# ---- block 1 ----
## src/rtl/store_drain.sv

```systemverilog
// store_drain: drain end of the store FIFO.
// Buffers committed stores in a DEPTH-entry FIFO and issues them in order to
// the data-memory write port over a req/ack handshake. Each store leaves with
// a word-aligned address, lane-replicated data and byte strobes.
// Optional build macro: STORE_HAZARD_CHECK_EN enables the exact load/store
// alias comparators. Without it, load_hazard is the conservative !drained.
module store_drain #(
    parameter int DEPTH = 4
) (
    input  logic        clk,
    input  logic        reset,
    input  logic        store_push,
    input  logic [31:0] store_addr,
    input  logic [31:0] store_val,
    input  logic [1:0]  store_size,
    output logic        storefifo_full,
    output logic        drained,
    output logic        mem_req,
    output logic [31:0] mem_addr,
    output logic [31:0] mem_wdata,
    output logic [3:0]  mem_wstrb,
    input  logic        mem_ack,
    input  logic [31:0] load_addr,
    output logic        load_hazard
);

    localparam int PTR_W = $clog2(DEPTH);

    localparam logic [0:0] S_IDLE = 1'b0;
    localparam logic [0:0] S_REQ  = 1'b1;

    // FIFO storage
    logic [31:0]      r_fifo_addr [DEPTH];
    logic [31:0]      r_fifo_val  [DEPTH];
    logic [1:0]       r_fifo_size [DEPTH];

    logic [PTR_W-1:0] r_rd_ptr;
    logic [PTR_W-1:0] r_wr_ptr;
    logic [PTR_W:0]   r_count;
    logic [0:0]       r_state;

    logic [31:0]      r_mem_addr;
    logic [31:0]      r_mem_wdata;
    logic [3:0]       r_mem_wstrb;

    logic             w_full;
    logic             w_empty;
    logic             w_push;
    logic             w_pop;
    logic [31:0]      w_head_addr;
    logic [31:0]      w_head_val;
    logic [1:0]       w_head_size;
    logic             w_hazard;
    logic             w_load_addr_unused;

    // Byte strobes for a store of the given size at the given byte offset.
    // Size 3 never arrives and is treated as a word.
    function automatic logic [3:0] f_lane_strb(input logic [1:0] lo, input logic [1:0] size);
        logic [3:0] strb;
        case (size)
            2'd0:    strb = 4'b0001 << lo;
            2'd1:    strb = lo[1] ? 4'b1100 : 4'b0011;
            default: strb = 4'b1111;
        endcase
        return strb;
    endfunction

    // Replicate the right-justified store data across every lane it may land in.
    function automatic logic [31:0] f_lane_data(input logic [31:0] val, input logic [1:0] size);
        logic [31:0] data;
        case (size)
            2'd0:    data = {4{val[7:0]}};
            2'd1:    data = {2{val[15:0]}};
            default: data = val;
        endcase
        return data;
    endfunction

    assign w_full  = (r_count == (PTR_W+1)'(DEPTH));
    assign w_empty = (r_count == '0);

    // A push while full is dropped even when a pop frees a slot the same cycle.
    assign w_push = store_push && !w_full;

    // Pop whenever the output registers are free: idle, or the current request is acked.
    assign w_pop  = !w_empty && ((r_state == S_IDLE) || mem_ack);

    assign w_head_addr = r_fifo_addr[r_rd_ptr];
    assign w_head_val  = r_fifo_val[r_rd_ptr];
    assign w_head_size = r_fifo_size[r_rd_ptr];

    // Write accepted stores into the slot at the write pointer.
    always_ff @(posedge clk) begin
        if (w_push) begin
            r_fifo_addr[r_wr_ptr] <= store_addr;
            r_fifo_val[r_wr_ptr]  <= store_val;
            r_fifo_size[r_wr_ptr] <= store_size;
        end
    end

    // Pointers, occupancy and issue FSM, with the head formatted into the output registers on pop.
    always_ff @(posedge clk) begin
        if (!reset) begin
            r_rd_ptr    <= '0;
            r_wr_ptr    <= '0;
            r_count     <= '0;
            r_state     <= S_IDLE;
            r_mem_addr  <= '0;
            r_mem_wdata <= '0;
            r_mem_wstrb <= '0;
        end else begin
            if (w_push) begin
                r_wr_ptr <= r_wr_ptr + PTR_W'(1);
            end
            if (w_pop) begin
                r_rd_ptr    <= r_rd_ptr + PTR_W'(1);
                r_mem_addr  <= {w_head_addr[31:2], 2'b00};
                r_mem_wdata <= f_lane_data(w_head_val, w_head_size);
                r_mem_wstrb <= f_lane_strb(w_head_addr[1:0], w_head_size);
            end
            case ({w_push, w_pop})
                2'b10:   r_count <= r_count + (PTR_W+1)'(1);
                2'b01:   r_count <= r_count - (PTR_W+1)'(1);
                default: r_count <= r_count;
            endcase
            case (r_state)
                S_IDLE: begin
                    if (w_pop) begin
                        r_state <= S_REQ;
                    end
                end
                default: begin
                    if (mem_ack && w_empty) begin
                        r_state <= S_IDLE;
                    end
                end
            endcase
        end
    end

`ifdef STORE_HAZARD_CHECK_EN
    logic [PTR_W-1:0] w_idx;

    // Compare the load word address against every valid entry and the in-flight request.
    always_comb begin
        w_hazard = 1'b0;
        w_idx    = '0;
        for (int i = 0; i < DEPTH; i++) begin
            w_idx = r_rd_ptr + PTR_W'(i);
            if (((PTR_W+1)'(i) < r_count) && (r_fifo_addr[w_idx][31:2] == load_addr[31:2])) begin
                w_hazard = 1'b1;
            end
        end
        if ((r_state == S_REQ) && (r_mem_addr[31:2] == load_addr[31:2])) begin
            w_hazard = 1'b1;
        end
    end

    assign w_load_addr_unused = ^load_addr[1:0];
`else
    // Without comparators any pending store is assumed to alias.
    assign w_hazard           = !drained;
    assign w_load_addr_unused = ^load_addr;
`endif

    assign storefifo_full = w_full;
    assign drained        = w_empty && (r_state == S_IDLE);
    assign mem_req        = (r_state == S_REQ);
    assign mem_addr       = r_mem_addr;
    assign mem_wdata      = r_mem_wdata;
    assign mem_wstrb      = r_mem_wstrb;
    assign load_hazard    = w_hazard;

endmodule
```

## config.mk

```make
export PLATFORM = sky130hd
export DESIGN_NAME = store_drain
export DESIGN_NICKNAME = d
export VERILOG_FILES = /design/src/rtl/store_drain.sv
export SDC_FILE = /design/constraint.sdc
export NUM_CORES = 1
export LEC_CHECK = 0
export CAP_MARGIN = 0
export CORE_MARGIN = 3
export CORE_UTILIZATION = 54
export DETAILED_ROUTE_END_ITERATION = 8
export HOLD_SLACK_MARGIN = 0.1
export PLACE_DENSITY = 0.84
export SETUP_SLACK_MARGIN = 0.15
export SYNTH_ARGS = -nofsm -noshare
export SYNTH_HDL_FRONTEND = slang
export SYNTH_SLANG_ARGS = --single-unit
```

## constraint.sdc

```tcl
create_clock -name clk -period 4.1 [get_ports clk]
set_clock_uncertainty 0.15 [all_clocks]
set_input_delay 0.41 -clock clk [delete_from_list [all_inputs] [get_ports clk]]
set_output_delay 0.41 -clock clk [all_outputs]
set_load 0.03 [all_outputs]
```

# ---- block 2 ----
==> src/rtl/fb_arbiter_pkg.sv <==
// Shared definitions for the framebuffer arbiter: geometry, clear-engine
// states and the grant-source encoding used by the slot arbiter.
package fb_pkg;

    localparam int ADDR_W   = 17;
    localparam int DATA_W   = 12;
    localparam int FB_DEPTH = 76800;

    typedef enum logic {
        IDLE,
        FILL
    } clr_state_e;

    typedef enum logic [1:0] {
        G_NONE,
        G_RD,
        G_CLR,
        G_WR
    } grant_e;

    function automatic logic in_range(input logic [ADDR_W-1:0] addr);
        return addr < ADDR_W'(FB_DEPTH);
    endfunction

endpackage

==> src/rtl/fb_arbiter_if.sv <==
// Framebuffer arbiter bus: VGA read port, external write port, clear
// control and the single-port BRAM port.
//   master : requesters and RAM (drive requests / ram_rdata)
//   slave  : the arbiter (drives results, handshakes and RAM controls)
interface fb_arbiter_if;
    import fb_pkg::*;

    logic              rd_req;
    logic [ADDR_W-1:0] rd_addr;
    logic [DATA_W-1:0] rd_data;
    logic              rd_valid;

    logic              wr_valid;
    logic              wr_ready;
    logic [ADDR_W-1:0] wr_addr;
    logic [DATA_W-1:0] wr_data;

    logic              clr_start;
    logic [DATA_W-1:0] clr_color;
    logic              clr_busy;
    logic              clr_done;

    logic              ram_en;
    logic              ram_we;
    logic [ADDR_W-1:0] ram_addr;
    logic [DATA_W-1:0] ram_wdata;
    logic [DATA_W-1:0] ram_rdata;

    modport master (
        output rd_req, rd_addr, wr_valid, wr_addr, wr_data,
               clr_start, clr_color, ram_rdata,
        input  rd_data, rd_valid, wr_ready, clr_busy, clr_done,
               ram_en, ram_we, ram_addr, ram_wdata
    );

    modport slave (
        input  rd_req, rd_addr, wr_valid, wr_addr, wr_data,
               clr_start, clr_color, ram_rdata,
        output rd_data, rd_valid, wr_ready, clr_busy, clr_done,
               ram_en, ram_we, ram_addr, ram_wdata
    );

endinterface

==> src/rtl/fb_arbiter_clear.sv <==
// Bulk-fill engine: walks addresses 0..FB_DEPTH-1 writing a latched colour,
// advancing only on cycles where the arbiter grants it the slot.
//   clk_i, rst_i          : clock, async active-high reset
//   clr_start_i/color_i   : start pulse and fill colour (sampled in IDLE)
//   grant_i               : clear owns the RAM slot this cycle
//   clr_req_o/addr_o/data_o : slot request with the word to write
//   clr_busy_o, clr_done_o  : fill in progress, one-cycle completion pulse
//
// state | meaning
// IDLE  | no fill running, waiting for clr_start
// FILL  | writing colour at counter on every granted cycle
module fb_clear_fsm
    import fb_pkg::*;
(
    input  logic              clk_i,
    input  logic              rst_i,
    input  logic              clr_start_i,
    input  logic [DATA_W-1:0] clr_color_i,
    input  logic              grant_i,
    output logic              clr_req_o,
    output logic [ADDR_W-1:0] clr_addr_o,
    output logic [DATA_W-1:0] clr_data_o,
    output logic              clr_busy_o,
    output logic              clr_done_o
);

    localparam logic [ADDR_W-1:0] LAST_ADDR = ADDR_W'(FB_DEPTH - 1);

    clr_state_e        state_q, state_d;
    logic [ADDR_W-1:0] cnt_q, cnt_d;
    logic [DATA_W-1:0] color_q, color_d;
    logic              done_q, done_d;

    always_ff @(posedge clk_i or posedge rst_i) begin
        if (rst_i) begin
            state_q <= IDLE;
            cnt_q   <= '0;
            color_q <= '0;
            done_q  <= 1'b0;
        end else begin
            state_q <= state_d;
            cnt_q   <= cnt_d;
            color_q <= color_d;
            done_q  <= done_d;
        end
    end

    always_comb begin
        state_d = state_q;
        cnt_d   = cnt_q;
        color_d = color_q;
        done_d  = 1'b0;
        case (state_q)
            IDLE: begin
                if (clr_start_i) begin
                    state_d = FILL;
                    cnt_d   = '0;
                    color_d = clr_color_i;
                end
            end
            FILL: begin
                // clr_start is deliberately not looked at here
                if (grant_i) begin
                    if (cnt_q == LAST_ADDR) begin
                        state_d = IDLE;
                        cnt_d   = '0;
                        done_d  = 1'b1;
                    end else begin
                        cnt_d = cnt_q + 1'b1;
                    end
                end
            end
            default: state_d = IDLE;
        endcase
    end

    assign clr_req_o  = (state_q == FILL);
    assign clr_busy_o = (state_q == FILL);
    assign clr_addr_o = cnt_q;
    assign clr_data_o = color_q;
    assign clr_done_o = done_q;

endmodule

==> src/rtl/fb_arbiter.sv <==
// Single-port framebuffer arbiter. Priority per cycle: VGA read, then the
// clear engine, then external writes. RAM controls are registered one
// cycle after the grant; reads return with a fixed 3-cycle latency.
//   clk_25 : pixel clock
//   rst    : async active-high reset
//   fb_if  : request ports, handshakes and BRAM port (slave modport)
module fb_arbiter
    import fb_pkg::*;
(
    input  logic         clk_25,
    input  logic         rst,
    fb_arbiter_if.slave  fb_if
);

    grant_e            gnt;
    logic              clr_req;
    logic [ADDR_W-1:0] clr_addr;
    logic [DATA_W-1:0] clr_data;
    logic              clr_busy;

    logic              ram_en_q, ram_en_d;
    logic              ram_we_q, ram_we_d;
    logic [ADDR_W-1:0] ram_addr_q, ram_addr_d;
    logic [DATA_W-1:0] ram_wdata_q, ram_wdata_d;

    // Read pipeline: stage 1 = RAM access cycle, stage 2 = ram_rdata cycle.
    // The out-of-range flag travels along so the result can be forced to 0.
    logic              p1_vld_q, p1_oor_q, p2_vld_q, p2_oor_q;
    logic              rd_valid_q;
    logic [DATA_W-1:0] rd_data_q, rd_data_d;

    fb_clear_fsm u_clear (
        .clk_i       (clk_25),
        .rst_i       (rst),
        .clr_start_i (fb_if.clr_start),
        .clr_color_i (fb_if.clr_color),
        .grant_i     (gnt == G_CLR),
        .clr_req_o   (clr_req),
        .clr_addr_o  (clr_addr),
        .clr_data_o  (clr_data),
        .clr_busy_o  (clr_busy),
        .clr_done_o  (fb_if.clr_done)
    );

    always_comb begin
        gnt = G_NONE;
        if (fb_if.rd_req)        gnt = G_RD;
        else if (clr_req)        gnt = G_CLR;
        else if (fb_if.wr_valid) gnt = G_WR;
    end

    always_comb begin
        ram_en_d    = 1'b0;
        ram_we_d    = 1'b0;
        ram_addr_d  = ram_addr_q;
        ram_wdata_d = ram_wdata_q;
        case (gnt)
            G_RD: begin
                ram_en_d   = in_range(fb_if.rd_addr);
                ram_addr_d = fb_if.rd_addr;
            end
            G_CLR: begin
                ram_en_d    = 1'b1;
                ram_we_d    = 1'b1;
                ram_addr_d  = clr_addr;
                ram_wdata_d = clr_data;
            end
            G_WR: begin
                // out-of-range writes complete the handshake but are dropped
                ram_en_d    = in_range(fb_if.wr_addr);
                ram_we_d    = in_range(fb_if.wr_addr);
                ram_addr_d  = fb_if.wr_addr;
                ram_wdata_d = fb_if.wr_data;
            end
            default: ;
        endcase
    end

    always_comb begin
        rd_data_d = rd_data_q;
        if (p2_vld_q) rd_data_d = p2_oor_q ? '0 : fb_if.ram_rdata;
    end

    always_ff @(posedge clk_25 or posedge rst) begin
        if (rst) begin
            ram_en_q    <= 1'b0;
            ram_we_q    <= 1'b0;
            ram_addr_q  <= '0;
            ram_wdata_q <= '0;
            p1_vld_q    <= 1'b0;
            p1_oor_q    <= 1'b0;
            p2_vld_q    <= 1'b0;
            p2_oor_q    <= 1'b0;
            rd_valid_q  <= 1'b0;
            rd_data_q   <= '0;
        end else begin
            ram_en_q    <= ram_en_d;
            ram_we_q    <= ram_we_d;
            ram_addr_q  <= ram_addr_d;
            ram_wdata_q <= ram_wdata_d;
            p1_vld_q    <= (gnt == G_RD);
            p1_oor_q    <= !in_range(fb_if.rd_addr);
            p2_vld_q    <= p1_vld_q;
            p2_oor_q    <= p1_oor_q;
            rd_valid_q  <= p2_vld_q;
            rd_data_q   <= rd_data_d;
        end
    end

    assign fb_if.wr_ready  = !rst && !fb_if.rd_req && !clr_busy;
    assign fb_if.clr_busy  = clr_busy;
    assign fb_if.ram_en    = ram_en_q;
    assign fb_if.ram_we    = ram_we_q;
    assign fb_if.ram_addr  = ram_addr_q;
    assign fb_if.ram_wdata = ram_wdata_q;
    assign fb_if.rd_valid  = rd_valid_q;
    assign fb_if.rd_data   = rd_data_q;

endmodule

==> src/flat_wrapper.sv <==
// flat-port wrapper written by rule: the top's interface ports become plain ports
module fb_arbiter_flat import fb_pkg::*;
  (clk_25, rst, fb_if_rd_req, fb_if_rd_addr, fb_if_wr_valid, fb_if_wr_addr, fb_if_wr_data, fb_if_clr_start, fb_if_clr_color, fb_if_ram_rdata, fb_if_rd_data, fb_if_rd_valid, fb_if_wr_ready, fb_if_clr_busy, fb_if_clr_done, fb_if_ram_en, fb_if_ram_we, fb_if_ram_addr, fb_if_ram_wdata);
  fb_arbiter_if fb_if_i ();
  input  logic clk_25;
  input  logic rst;
  input wire logic [$bits(fb_if_i.rd_req)-1:0] fb_if_rd_req;
  input wire logic [$bits(fb_if_i.rd_addr)-1:0] fb_if_rd_addr;
  input wire logic [$bits(fb_if_i.wr_valid)-1:0] fb_if_wr_valid;
  input wire logic [$bits(fb_if_i.wr_addr)-1:0] fb_if_wr_addr;
  input wire logic [$bits(fb_if_i.wr_data)-1:0] fb_if_wr_data;
  input wire logic [$bits(fb_if_i.clr_start)-1:0] fb_if_clr_start;
  input wire logic [$bits(fb_if_i.clr_color)-1:0] fb_if_clr_color;
  input wire logic [$bits(fb_if_i.ram_rdata)-1:0] fb_if_ram_rdata;
  output wire logic [$bits(fb_if_i.rd_data)-1:0] fb_if_rd_data;
  output wire logic [$bits(fb_if_i.rd_valid)-1:0] fb_if_rd_valid;
  output wire logic [$bits(fb_if_i.wr_ready)-1:0] fb_if_wr_ready;
  output wire logic [$bits(fb_if_i.clr_busy)-1:0] fb_if_clr_busy;
  output wire logic [$bits(fb_if_i.clr_done)-1:0] fb_if_clr_done;
  output wire logic [$bits(fb_if_i.ram_en)-1:0] fb_if_ram_en;
  output wire logic [$bits(fb_if_i.ram_we)-1:0] fb_if_ram_we;
  output wire logic [$bits(fb_if_i.ram_addr)-1:0] fb_if_ram_addr;
  output wire logic [$bits(fb_if_i.ram_wdata)-1:0] fb_if_ram_wdata;
  assign fb_if_i.rd_req = fb_if_rd_req;
  assign fb_if_i.rd_addr = fb_if_rd_addr;
  assign fb_if_i.wr_valid = fb_if_wr_valid;
  assign fb_if_i.wr_addr = fb_if_wr_addr;
  assign fb_if_i.wr_data = fb_if_wr_data;
  assign fb_if_i.clr_start = fb_if_clr_start;
  assign fb_if_i.clr_color = fb_if_clr_color;
  assign fb_if_i.ram_rdata = fb_if_ram_rdata;
  assign fb_if_rd_data = fb_if_i.rd_data;
  assign fb_if_rd_valid = fb_if_i.rd_valid;
  assign fb_if_wr_ready = fb_if_i.wr_ready;
  assign fb_if_clr_busy = fb_if_i.clr_busy;
  assign fb_if_clr_done = fb_if_i.clr_done;
  assign fb_if_ram_en = fb_if_i.ram_en;
  assign fb_if_ram_we = fb_if_i.ram_we;
  assign fb_if_ram_addr = fb_if_i.ram_addr;
  assign fb_if_ram_wdata = fb_if_i.ram_wdata;
  fb_arbiter u_core (.clk_25(clk_25), .rst(rst), .fb_if(fb_if_i));
endmodule
==> config.mk <==
export PLATFORM = sky130hd
export DESIGN_NAME = fb_arbiter_flat
export DESIGN_NICKNAME = d
export VERILOG_FILES = /design/src/rtl/fb_arbiter_pkg.sv /design/src/rtl/fb_arbiter_if.sv /design/src/rtl/fb_arbiter_clear.sv /design/src/rtl/fb_arbiter.sv /design/src/flat_wrapper.sv
export SDC_FILE = /design/constraint.sdc
export NUM_CORES = 1
export LEC_CHECK = 0
export ABC_AREA = 1
export CORE_AREA = 8 8 103 105
export DETAILED_ROUTE_END_ITERATION = 6
export DIE_AREA = 0 0 111 113
export PLACE_DENSITY_LB_ADDON = 0.1
export REMOVE_ABC_BUFFERS = 1
export SETUP_SLACK_MARGIN = 0.2
export SYNTH_ARGS = -nofsm -noshare
export SYNTH_HDL_FRONTEND = slang
export SYNTH_HIERARCHICAL = 1
export SYNTH_SLANG_ARGS = --single-unit
==> constraint.sdc <==
create_clock -name clk_25 -period 2.25 [get_ports clk_25]
set_input_delay 0.225 -clock clk_25 [delete_from_list [all_inputs] [get_ports clk_25]]
set_output_delay 0.225 -clock clk_25 [all_outputs]
set_load 0.005 [all_outputs]
# ---- block 3 ----
### src/rtl/coreaxi4sram_pkg.sv
// Shared encodings for the CoreAXI4SRAM main-control layer: burst types, responses, FSM states.
package coreaxi4sram_pkg;

    localparam logic [1:0] BURST_FIXED = 2'b00;
    localparam logic [1:0] BURST_INCR  = 2'b01;
    localparam logic [1:0] BURST_WRAP  = 2'b10;
    localparam logic [1:0] BURST_RSVD  = 2'b11;

    localparam logic [1:0] RESP_OKAY   = 2'b00;
    localparam logic [1:0] RESP_SLVERR = 2'b10;

    localparam logic [1:0] ST_IDLE  = 2'd0;
    localparam logic [1:0] ST_SETUP = 2'd1;
    localparam logic [1:0] ST_WDATA = 2'd2;
    localparam logic [1:0] ST_BRESP = 2'd3;

    // AXI4 only allows WRAP bursts of 2, 4, 8 or 16 beats.
    function automatic logic wrap_len_ok(input logic [7:0] len);
        return (len == 8'd1) || (len == 8'd3) || (len == 8'd7) || (len == 8'd15);
    endfunction

endpackage

### src/rtl/coreaxi4sram_burst_addr.sv
// Next beat byte address for FIXED / INCR / WRAP bursts.
// Latency: purely combinational.
// Backpressure: none; the caller decides when to advance.
module coreaxi4sram_burst_addr
    import coreaxi4sram_pkg::*;
#(
    parameter int AXI4_AWIDTH = 32
) (
    input  logic [AXI4_AWIDTH-1:0] byte_addr,
    input  logic [2:0]             size,
    input  logic [1:0]             burst,
    input  logic [AXI4_AWIDTH-1:0] wrap_mask,
    output logic [AXI4_AWIDTH-1:0] next_addr
);

    localparam logic [AXI4_AWIDTH-1:0] ONE = 1;

    logic [AXI4_AWIDTH-1:0] step;
    logic [AXI4_AWIDTH-1:0] incr_addr;

    assign step      = ONE << size;
    assign incr_addr = byte_addr + step;

    // Reserved burst is mapped to INCR by the caller, so default covers INCR.
    always_comb begin
        next_addr = incr_addr;
        case (burst)
            BURST_FIXED: next_addr = byte_addr;
            BURST_WRAP:  next_addr = (byte_addr & ~wrap_mask) | (incr_addr & wrap_mask);
            default:     next_addr = incr_addr;
        endcase
    end

endmodule

### src/rtl/coreaxi4sram_wrctrl.sv
// AXI4 write-channel controller: AW capture, per-beat SRAM writes, B response.
// Latency: AW handshake to wready 2 cycles, W beat to mem_we 1 cycle, last beat to bvalid 1 cycle.
// Backpressure: single outstanding write; awready low outside IDLE, bvalid held until BREADY_S.
module coreaxi4sram_wrctrl
    import coreaxi4sram_pkg::*;
#(
    parameter int AXI4_DWIDTH    = 64,
    parameter int AXI4_AWIDTH    = 32,
    parameter int AXI4_IDWIDTH   = 4,
    parameter int MEM_DEPTH      = 512,
    parameter int AXI4_IFTYPE_WR = 1,
    localparam int BYTES  = AXI4_DWIDTH / 8,
    localparam int MEM_AW = $clog2(MEM_DEPTH)
) (
    input  logic                    ACLK,
    input  logic                    ARESETN,
    input  logic [AXI4_IDWIDTH-1:0] AWID_slvif,
    input  logic                    AWVALID_slvif,
    input  logic [AXI4_AWIDTH-1:0]  AWADDR_slvif,
    input  logic [7:0]              AWLEN_slvif,
    input  logic [2:0]              AWSIZE_slvif,
    input  logic [1:0]              AWBURST_slvif,
    input  logic [AXI4_DWIDTH-1:0]  WDATA_slvif,
    input  logic [BYTES-1:0]        WSTRB_slvif,
    input  logic                    WLAST_slvif,
    input  logic                    WVALID_slvif,
    input  logic                    BREADY_S,
    output logic                    waddrchset_mc,
    output logic                    awready_mc,
    output logic                    wready_mc,
    output logic                    bvalid_mc,
    output logic [AXI4_IDWIDTH-1:0] bid_mc,
    output logic [1:0]              bresp_mc,
    output logic                    mem_we,
    output logic [MEM_AW-1:0]       mem_waddr,
    output logic [AXI4_DWIDTH-1:0]  mem_wdata,
    output logic [BYTES-1:0]        mem_wben
);

    localparam int BSH     = $clog2(BYTES);
    localparam int TOP_LSB = BSH + MEM_AW;
    localparam logic [2:0]             MAX_SIZE = 3'(BSH);
    localparam logic [MEM_AW:0]        DEPTH_W  = (MEM_AW + 1)'(MEM_DEPTH);
    localparam logic [AXI4_AWIDTH-1:0] ONE      = 1;
    localparam bit WR_EN = (AXI4_IFTYPE_WR != 0);

    logic [1:0]             state;
    logic [1:0]             state_nxt;
    logic                   awready_q;
    logic [AXI4_AWIDTH-1:0] byte_addr;
    logic [AXI4_AWIDTH-1:0] wrap_mask;
    logic [AXI4_AWIDTH-1:0] next_addr;
    logic [7:0]             beats_left;
    logic [2:0]             size_q;
    logic [1:0]             burst_q;
    logic                   err;

    logic                   w_beat;
    logic [MEM_AW-1:0]      word_addr;
    logic                   addr_hi_set;
    logic                   in_range;
    logic                   wlast_bad;
    logic                   setup_err;

    assign awready_mc    = awready_q;
    assign waddrchset_mc = AWVALID_slvif & awready_q;
    assign wready_mc     = (state == ST_WDATA);
    assign bvalid_mc     = (state == ST_BRESP);
    assign bresp_mc      = ((state == ST_BRESP) && err) ? RESP_SLVERR : RESP_OKAY;

    assign w_beat      = WVALID_slvif & wready_mc;
    assign word_addr   = byte_addr[TOP_LSB-1:BSH];
    assign addr_hi_set = (byte_addr >> TOP_LSB) != '0;
    assign in_range    = !addr_hi_set && ({1'b0, word_addr} < DEPTH_W);
    // Burst length is owned by AWLEN; WLAST only contributes to the error flag.
    assign wlast_bad   = WLAST_slvif ^ (beats_left == 8'd0);

    assign setup_err = (AWBURST_slvif == BURST_RSVD) ||
                       (AWSIZE_slvif > MAX_SIZE) ||
                       ((AWBURST_slvif == BURST_WRAP) && !wrap_len_ok(AWLEN_slvif));

    coreaxi4sram_burst_addr #(
        .AXI4_AWIDTH(AXI4_AWIDTH)
    ) u_burst_addr (
        .byte_addr (byte_addr),
        .size      (size_q),
        .burst     (burst_q),
        .wrap_mask (wrap_mask),
        .next_addr (next_addr)
    );

    always_comb begin
        state_nxt = state;
        case (state)
            ST_IDLE:  if (AWVALID_slvif && awready_q) state_nxt = ST_SETUP;
            ST_SETUP: state_nxt = ST_WDATA;
            ST_WDATA: if (w_beat && (beats_left == 8'd0)) state_nxt = ST_BRESP;
            ST_BRESP: if (BREADY_S) state_nxt = ST_IDLE;
            default:  state_nxt = ST_IDLE;
        endcase
        if (!WR_EN) begin
            state_nxt = ST_IDLE;
        end
    end

    // awready is registered so it stays low while reset is applied.
    always_ff @(posedge ACLK or negedge ARESETN) begin
        if (!ARESETN) begin
            state      <= ST_IDLE;
            awready_q  <= 1'b0;
            byte_addr  <= '0;
            wrap_mask  <= '0;
            beats_left <= '0;
            size_q     <= '0;
            burst_q    <= BURST_FIXED;
            err        <= 1'b0;
            bid_mc     <= '0;
        end else begin
            state     <= state_nxt;
            awready_q <= WR_EN && (state_nxt == ST_IDLE);
            if (state == ST_SETUP) begin
                byte_addr  <= AWADDR_slvif;
                beats_left <= AWLEN_slvif;
                wrap_mask  <= ((AXI4_AWIDTH'(AWLEN_slvif) + ONE) << AWSIZE_slvif) - ONE;
                size_q     <= AWSIZE_slvif;
                burst_q    <= (AWBURST_slvif == BURST_RSVD) ? BURST_INCR : AWBURST_slvif;
                err        <= setup_err;
                bid_mc     <= AWID_slvif;
            end else if (w_beat) begin
                byte_addr  <= next_addr;
                beats_left <= beats_left - 8'd1;
                if (!in_range || wlast_bad) begin
                    err <= 1'b1;
                end
            end
        end
    end

    always_ff @(posedge ACLK or negedge ARESETN) begin
        if (!ARESETN) begin
            mem_we    <= 1'b0;
            mem_waddr <= '0;
            mem_wdata <= '0;
            mem_wben  <= '0;
        end else begin
            mem_we <= w_beat && in_range;
            if (w_beat) begin
                mem_waddr <= word_addr;
                mem_wdata <= WDATA_slvif;
                mem_wben  <= WSTRB_slvif;
            end
        end
    end

endmodule
### config.mk
export PLATFORM = sky130hd
export DESIGN_NAME = coreaxi4sram_wrctrl
export DESIGN_NICKNAME = d
export VERILOG_FILES = /design/src/rtl/coreaxi4sram_pkg.sv /design/src/rtl/coreaxi4sram_burst_addr.sv /design/src/rtl/coreaxi4sram_wrctrl.sv
export SDC_FILE = /design/constraint.sdc
export NUM_CORES = 1
export LEC_CHECK = 0
export CAP_MARGIN = 10
export CORE_MARGIN = 2
export CORE_UTILIZATION = 54
export DETAILED_ROUTE_END_ITERATION = 8
export HOLD_SLACK_MARGIN = 0.02
export PLACE_DENSITY = 0.83
export SKIP_CTS_REPAIR_TIMING = 1
export SYNTH_ARGS = -nofsm -noshare
export SYNTH_HDL_FRONTEND = slang
export SYNTH_SLANG_ARGS = --single-unit
### constraint.sdc
create_clock -name ACLK -period 8.07 [get_ports ACLK]
set_input_delay 2.421 -clock ACLK [delete_from_list [all_inputs] [get_ports ACLK]]
set_output_delay 2.421 -clock ACLK [all_outputs]
set_load 0.005 [all_outputs]
# ---- block 4 ----
## config.mk

```make
export PLATFORM = sky130hd
export DESIGN_NAME = fir_serial_mac
export DESIGN_NICKNAME = d
export VERILOG_FILES = /design/src/rtl/fir_serial_mac.sv
export SDC_FILE = /design/constraint.sdc
export NUM_CORES = 1
export LEC_CHECK = 0
export CAP_MARGIN = 15
export CORE_UTILIZATION = 67
export CTS_BUF_LIST = sky130_fd_sc_hd__clkbuf_16
export DETAILED_ROUTE_END_ITERATION = 10
export DONT_BUFFER_PORTS = 1
export PLACE_DENSITY = 0.81
export SLEW_MARGIN = 25
export SYNTH_ARGS = -nofsm -noshare
export SYNTH_HDL_FRONTEND = slang
export SYNTH_SLANG_ARGS = --single-unit
```

## constraint.sdc

```tcl
create_clock -name clk -period 6.1 [get_ports clk]
set_clock_uncertainty 0.1 [all_clocks]
set_input_delay 1.22 -clock clk [delete_from_list [all_inputs] [get_ports clk]]
set_output_delay 1.22 -clock clk [all_outputs]
set_load 0.01 [all_outputs]
```

## src/rtl/fir_serial_mac.sv

```systemverilog
// Serial multiply-accumulate FIR stage: sequences the tap counter and the delay-pipeline shift
// strobe, accumulates one product per tap, then rounds and saturates to one 16-bit output.
module fir_serial_mac #(
  parameter int unsigned NUM_TAPS   = 64,
  parameter int unsigned CNT_W      = 6,
  parameter int unsigned COEFF_FRAC = 15,
  parameter int unsigned ACC_W      = 40
) (
  input  logic                    clk,
  input  logic                    rst,
  input  logic                    sample_valid_i,
  output logic                    ready_o,
  output logic                    phase_0_o,
  output logic [CNT_W-1:0]        current_count_o,
  input  logic signed [15:0]      tap_data_i,
  input  logic signed [15:0]      coeff_i,
  output logic signed [15:0]      filter_out_o,
  output logic                    out_valid_o,
  output logic                    overrun_o
);

  typedef enum logic [2:0] {StIdle, StShift, StRun, StFlush, StOutput} state_e;

  localparam logic [CNT_W-1:0]        LastTap = CNT_W'(NUM_TAPS - 1);
  localparam logic signed [ACC_W-1:0] RoundC  = ACC_W'(64'sd1 <<< (COEFF_FRAC - 1));
  localparam logic signed [ACC_W-1:0] SatMax  = ACC_W'(64'sd32767);
  localparam logic signed [ACC_W-1:0] SatMin  = ACC_W'(-64'sd32768);

  state_e                   state_q, state_d;
  logic                     phase_0_q, phase_0_d;
  logic [CNT_W-1:0]         count_q, count_d;
  logic signed [ACC_W-1:0]  acc_q, acc_d;
  logic signed [31:0]       prod_q, prod_d;
  logic                     prod_valid_q, prod_valid_d;
  logic signed [15:0]       filter_q, filter_d;
  logic                     out_valid_q, out_valid_d;
  logic                     overrun_q, overrun_d;

  logic signed [ACC_W-1:0]  rnd_sum;
  logic signed [ACC_W-1:0]  rnd;
  logic signed [15:0]       sat;

  // Round half up, then clamp; saturation only ever happens here, never in the accumulator.
  always_comb begin
    rnd_sum = acc_q + RoundC;
    rnd     = rnd_sum >>> COEFF_FRAC;
    if (rnd > SatMax) begin
      sat = 16'sh7fff;
    end else if (rnd < SatMin) begin
      sat = 16'sh8000;
    end else begin
      sat = rnd[15:0];
    end
  end

  always_comb begin
    state_d      = state_q;
    phase_0_d    = 1'b0;
    count_d      = count_q;
    acc_d        = acc_q;
    prod_d       = prod_q;
    prod_valid_d = prod_valid_q;
    filter_d     = filter_q;
    out_valid_d  = 1'b0;
    overrun_d    = overrun_q;

    if (prod_valid_q) begin
      acc_d = acc_q + {{(ACC_W-32){prod_q[31]}}, prod_q};
    end
    if (sample_valid_i && (state_q != StIdle)) begin
      overrun_d = 1'b1;
    end

    unique case (state_q)
      StIdle: begin
        if (sample_valid_i) begin
          state_d   = StShift;
          phase_0_d = 1'b1;
        end
      end
      StShift: begin
        state_d = StRun;
        count_d = '0;
        acc_d   = '0;
      end
      StRun: begin
        prod_d       = 32'(tap_data_i) * 32'(coeff_i);
        prod_valid_d = 1'b1;
        if (count_q == LastTap) begin
          count_d = '0;
          state_d = StFlush;
        end else begin
          count_d = count_q + CNT_W'(1);
        end
      end
      StFlush: begin
        prod_valid_d = 1'b0;
        state_d      = StOutput;
      end
      StOutput: begin
        filter_d    = sat;
        out_valid_d = 1'b1;
        state_d     = StIdle;
      end
      default: state_d = StIdle;
    endcase
  end

  always_ff @(posedge clk or posedge rst) begin
    if (rst) begin
      state_q      <= StIdle;
      phase_0_q    <= 1'b0;
      count_q      <= '0;
      acc_q        <= '0;
      prod_q       <= '0;
      prod_valid_q <= 1'b0;
      filter_q     <= '0;
      out_valid_q  <= 1'b0;
      overrun_q    <= 1'b0;
    end else begin
      state_q      <= state_d;
      phase_0_q    <= phase_0_d;
      count_q      <= count_d;
      acc_q        <= acc_d;
      prod_q       <= prod_d;
      prod_valid_q <= prod_valid_d;
      filter_q     <= filter_d;
      out_valid_q  <= out_valid_d;
      overrun_q    <= overrun_d;
    end
  end

  assign ready_o         = (state_q == StIdle);
  assign phase_0_o       = phase_0_q;
  assign current_count_o = count_q;
  assign filter_out_o    = filter_q;
  assign out_valid_o     = out_valid_q;
  assign overrun_o       = overrun_q;

endmodule

```

Figure 1. I/O nets highlighted (block 2).
The bar under the picture is 20 microns long.
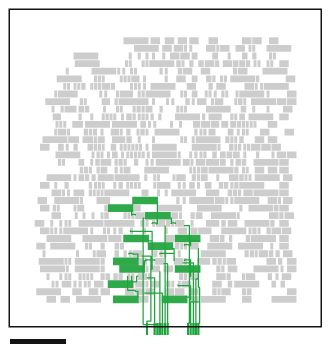
green -> fb_if_ram_wdata  # bits 12, direction output, edge bottom, end cells 12, buffers 12, wire 423 microns
num ports: 122
Buffers on Ports: 121

==> flow_metrics.env, block 2 <==
# flow metrics
export IMPL_outcome="completed"
export IMPL_mi_logic_area_sq_um=1710
export IMPL_seq_share_pct=35.0
export IMPL_wl_per_cell_microns=14.6
export IMPL_cts_sinks=79
export IMPL_antenna_found_initial=0
export IMPL_met2_usage_pct=26.3
export IMPL_dr_wl_met3_microns=626
export IMPL_worst_setup_path_type="reg -> out"
export IMPL_relSlewSlack_pct=54.4
export IMPL_htree_levels=3
export IMPL_num_fill_cells=824
export IMPL_wirelength_microns=11500
export IMPL_dieArea_sq_um=12500
export IMPL_worstReg2RegStart="u_core/u_clear/clr_busy_o$_DFF_PP0_"
export IMPL_comb_share_pct=30.3
export IMPL_largest_cell_class="flip-flops and latches"
export IMPL_path_depth=3
export IMPL_postSynthSeqShare_pct=48.6
export IMPL_numCtsBuffers=9
export IMPL_hold_buffers=0
export IMPL_clkCellAreaFrac_pct=4.21
export IMPL_rrSetupSlack_ns=0.42
block 2: cell usage in the layout (no fill, tap or decap):
| cell | n |
|---|---|
| nor3_1 | 1 |
| nand2_4 | 1 |
| clkdlybuf4s50_1 | 121 |
| nor2_1 | 93 |
| xor2_1 | 2 |
| nand3b_1 | 3 |
| clkbuf_8 | 11 |
| clkinv_4 | 1 |
| nand4_1 | 21 |
| o21ai_1 | 5 |
| nand3_1 | 48 |
| o21ai_0 | 30 |
| inv_4 | 1 |
| xnor2_1 | 3 |
| nand2_1 | 161 |
| buf_4 | 15 |
| inv_6 | 2 |
| a21oi_4 | 1 |
| a21oi_1 | 1 |
| nand2_2 | 3 |
| dfrtp_1 | 79 |
| buf_12 | 1 |
| inv_1 | 57 |
| nor2_2 | 3 |
| nand3_2 | 1 |
| bufinv_16 | 2 |
| ha_1 | 1 |
| nor2_4 | 4 |
| inv_2 | 4 |
block 2: state kept, by name (all words and copies together) (netlist names), 12 cells and up:
name,count
u_core/fb_if.rd_data,12
u_core/fb_if.ram_addr,17
u_core/u_clear/clr_data_o,12
u_core/u_clear/clr_addr_o,17
u_core/fb_if.ram_wdata,12
Figure 2. Sequential cells colored by netlist name (block 4).
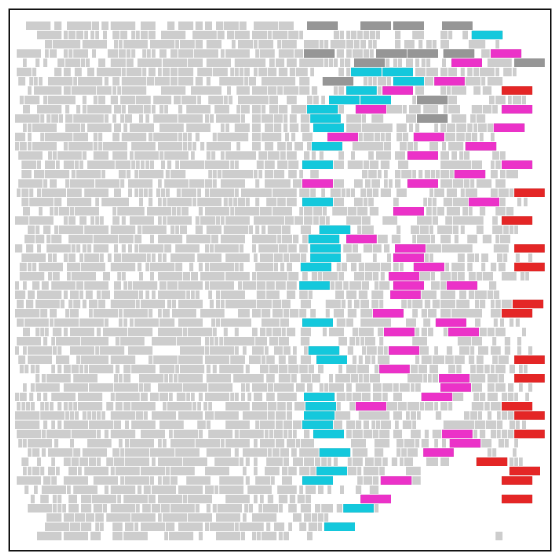
cyan -> prod_q  # flops 32, where a column down the middle
red -> filter_out_o  # flops 16
magenta -> acc_q  # flops 40, where a column on the right
not colored = 13

==> flow_metrics.env, block 4 <==
# flow metrics
export IMPL_path_clk_slew_ns=0.07
export IMPL_synth_distinct_cells=70
export IMPL_syn_avg_cell_area_sq_um=8.74
export IMPL_cts_sinks=101
export IMPL_dr_wl_met3_microns=2820
export IMPL_clkCellAreaFrac_pct=1.57
export IMPL_setup_viol=10
export IMPL_grt_pass1_wl_microns=64600
export IMPL_largest_cell_class="logic gates"
export IMPL_ys_async_sr_fraction_pct=100
export IMPL_outcome="finished, violations left"
export IMPL_timing_final_ws_setup_ns=-0.283
export IMPL_fp_nets=2292
export IMPL_dieArea_sq_um=25000
export IMPL_worstMarginPinSlew_ns=0.864
export IMPL_grt_setup_unrepaired="yes"
export IMPL_finalHoldViolCount=0
export IMPL_arrival_ns=6.50
export IMPL_synth_cells=1871
export IMPL_cts_tree="built"
export IMPL_num_antenna_cells=0
export IMPL_clockBufferDepth=2
export IMPL_violations="negative setup slack"
export IMPL_wl_per_cell_microns=17.5
export IMPL_min_to="prod_q[20]$_DFFE_PP0P_"
export IMPL_crit_slowest_cell="fa_1"
export IMPL_hold_buffers=0
## block 4: logic make-up (layout without fill, tap and decap cells)
family / count (synthesis) / after routing / share of synthesized area (%)
XOR/XNOR: 75 / 75 / 4.01
flip-flops: 101 / 101 / 15.4
buffers and inverters: 425 / 467 / 9.78
multiplexers: 13 / 13 / 0.811
adder cells (fa/ha/maj): 386 / 386 / 41.6
AND-OR/OR-AND: 298 / 298 / 11.6
AND/OR/NAND/NOR: 573 / 573 / 16.8
## block 4: per-layer routing
layer / global-route usage, % / up-vias
met5: 0 / -
met4: 11.0 / 0
met3: 5.69 / 80
met2: 56.8 / 506
met1: 42.3 / 6372
li1: - / 5973
## block 4: cell usage after synthesis, drive strengths merged, types with 26 or more instances
cell type | count | area share [%]
clkbuf | 65 | 1.5
ha | 123 | 9.4
fa | 263 | 32
nand3 | 29 | 0.89
nor2 | 74 | 1.7
inv | 355 | 8.1
o21ai | 93 | 2.8
nand2 | 262 | 6.0
and2 | 128 | 4.9
xor2 | 26 | 1.4
dfrtp | 101 | 15
xnor2 | 49 | 2.6
a21oi | 72 | 2.2
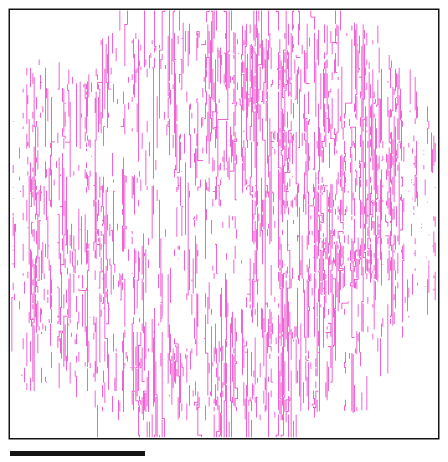
Figure 3: block 1, signal wires on met2.
The bar under the picture is 50 microns long.
share of all routed wire = 50%
wire length on this layer = 12700 microns
via count: 6747
met2 GRT Util: 33.9%
Routed WL: 25600 microns

Figure 4. Sequential cells colored by netlist name (block 1).
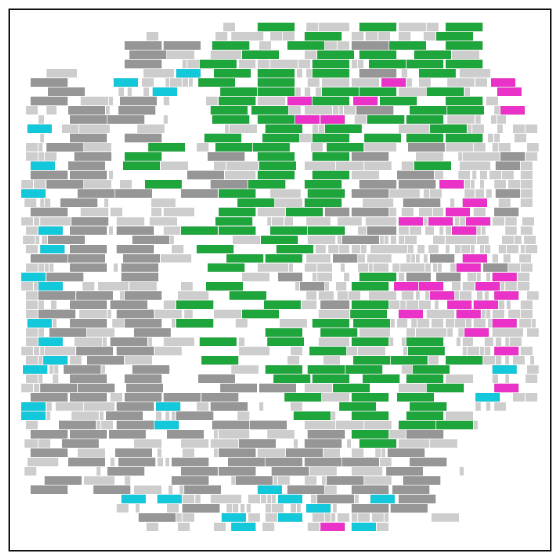
green -> r_fifo_val  # flops 128
cyan -> mem_addr  # flops 30, where all over the die
magenta -> mem_wdata  # flops 32
FF+latch area: 9460 sq um
utilization after layout: 68.0%
register share of the cell area: 61.0%

==> flow_metrics.env, block 1 <==
# flow metrics
export IMPL_synthAdderAreaFrac_pct=0.656
export IMPL_cts_resized=0
export IMPL_synth_seq_cells=340
export IMPL_place_gp_congestion=0.760
export IMPL_clockBufferDepth=3
export IMPL_postCtsSetupBuffers=0
export IMPL_worstSetupEndpointType="flop"
export IMPL_layout_top_cell="edfxtp_1"
export IMPL_yosys_cells=702
export IMPL_ys_async_sr_fraction_pct=0
export IMPL_period_minus_slack_ns=2.74
export IMPL_final_cell_area_sq_um=15500
export IMPL_outcome="completed"
export IMPL_synth_distinct_cells=36
export IMPL_syn_avg_cell_area_sq_um=17.9
export IMPL_simple_gate_share_pct=4.31
export IMPL_ys_sh_aoi_pct=3.74
export IMPL_dieArea_sq_um=25200
export IMPL_met3_usage_pct=4.81
export IMPL_via_per_inst=5.67
export IMPL_core_area_sq_um=22800
[block 1: worst paths after layout]
path                                                start                        end  slack, ns  cells past startpoint
worst min register to register  mem_wdata[4]$_SDFFE_PN0P_  mem_wdata[4]$_SDFFE_PN0P_       0.30                      2
worst max register to register                       flop  mem_wdata[8]$_SDFFE_PN0P_       1.36                      4
worst max-delay path                                 flop  mem_wdata[8]$_SDFFE_PN0P_       1.36                      4
worst min-delay path            mem_wdata[4]$_SDFFE_PN0P_  mem_wdata[4]$_SDFFE_PN0P_       0.30                      2
[block 1: routing by layer]
layer / share of wire, % / vias to the layer above
met5: 0.078 / -
met4: 2.5 / 2
met3: 7.1 / 47
met2: 50 / 244
met1: 41 / 3420
li1: - / 3034
[block 1: cell type report]
class                      instances  area share, %
sequential                       340           61.0
inverter                          10          0.242
clock inverter                    19           1.04
multi-input combinational        312           18.7
clock buffer                      47           6.61
timing repair buffer             148           9.82
tap                              313           2.53
Figure 5. Cell placement (block 3).
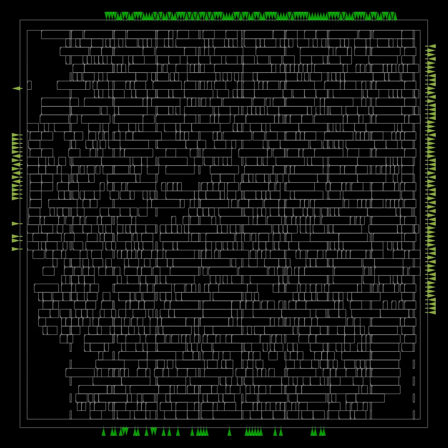
utilization after layout: 73.0%
Tapcells: 216
Finished Layout Cells: 1454

Figure 6. Metal layers overlaid (block 3).
Only two layers are drawn.
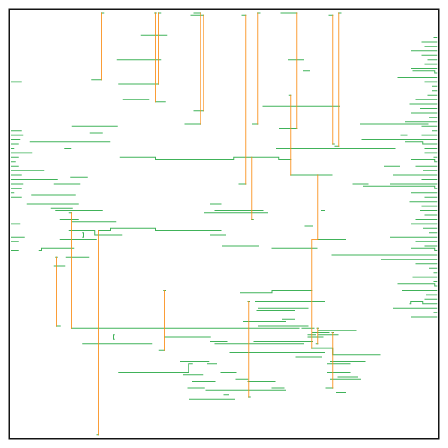
green -> M3  # wire length 1570 microns
orange -> M4  # wire length 621 microns

==> flow_metrics.env, block 3 <==
# flow metrics
export IMPL_relSlewSlack_pct=32.2
export IMPL_maxSlewViolCount=0
export IMPL_grt_setup_unrepaired="no"
export IMPL_place_gp_congestion=0.920
export IMPL_rows=46
export IMPL_outcome="completed"
export IMPL_whs_ns=0.465
export IMPL_fp_util_pct=55.2
export IMPL_fp_nets=1184
export IMPL_layout_top_cell="nand2_1"
export IMPL_wirelength_microns=24300
export IMPL_arrival_ns=3.52
export IMPL_chipHeight_microns=131
export IMPL_yosysMostFrequentCell="nand2_1"
export IMPL_start_kind="input port"
export IMPL_finalHoldViolCount=0
export IMPL_setup_tns_ns=0
export IMPL_synthFlopType="dfrtp_1"
export IMPL_first_pass_iters=5
export IMPL_syn_area_sq_um=8730
export IMPL_via_count=8111
## block 3: per-layer routing
layer,share of wire [%],up-vias
li1,-,3942
met2,48,297
met1,43,3827
met5,0,-
met3,6.5,45
met4,2.6,0
## block 3: logic make-up (layout without fill, tap and decap cells)
| family | Yosys count | after routing | share of synthesized area (%) |
|---|---|---|---|
| AND-OR/OR-AND | 197 | 197 | 15.3 |
| XOR/XNOR | 28 | 28 | 2.81 |
| adder cells (fa/ha/maj) | 15 | 15 | 2.24 |
| buffers and inverters | 74 | 270 | 3.44 |
| flip-flops | 166 | 166 | 47.6 |
| multiplexers | 7 | 7 | 0.802 |
| other | 1 | 1 | 0.0429 |
| AND/OR/NAND/NOR | 554 | 554 | 27.8 |
## block 3: layout make-up
class / instances / area (sq um) / area share [%]
repair buffers: 224 / 2230 / 19.3
clock inverters: 12 / 97.6 / 0.845
flip-flops and latches: 166 / 4150 / 36.0
clock buffers: 20 / 457 / 3.95
well taps: 216 / 270 / 2.34
multi-input cells: 802 / 4290 / 37.2
inverters: 14 / 52.6 / 0.455


==> screenshots <==
I/O nets highlighted.
The bar under the picture is 50 microns long.
(a)
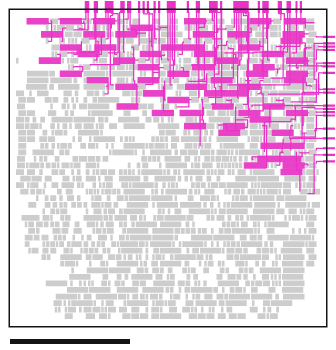
(b)
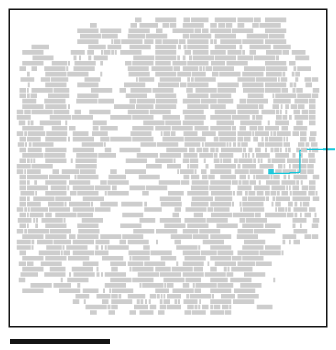
(c)
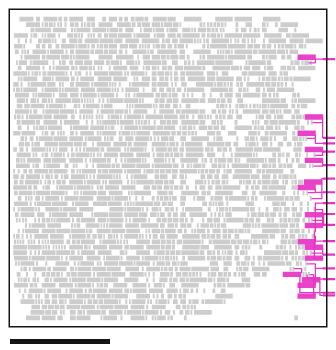
(b) -> block 1
(c) -> block 4
(a) -> block 3
Of these, fewest cells: (b)
Of these, smallest die: (a)


==> gallery <==
Cell placement.
shot_01.png
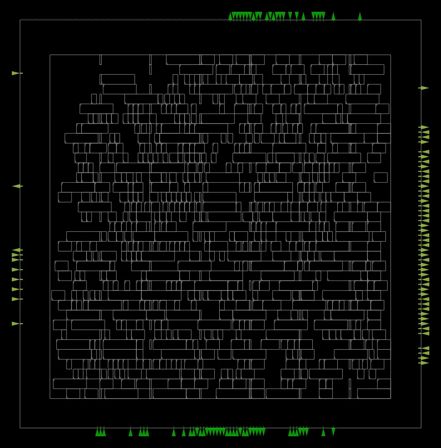
shot_02.png
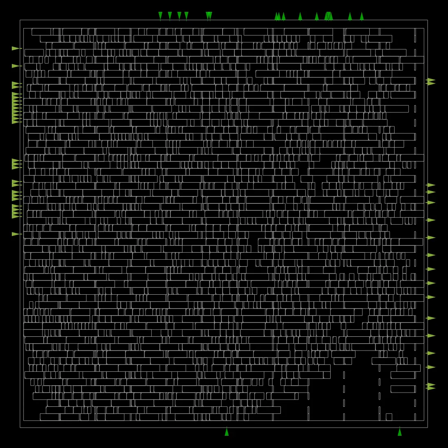
shot_03.png
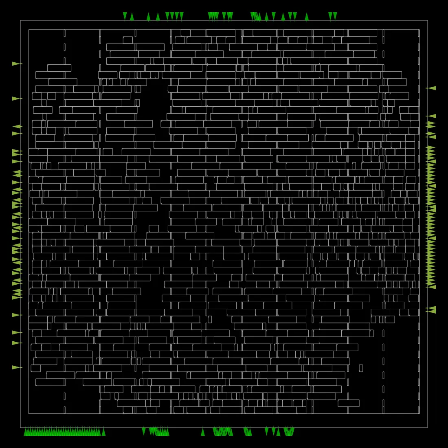
- fewest sequential cells: shot_01.png
- most cells: shot_02.png
| picture | from |
|---|---|
| shot_03.png | block 1 |
| shot_01.png | block 2 |
| shot_02.png | block 4 |

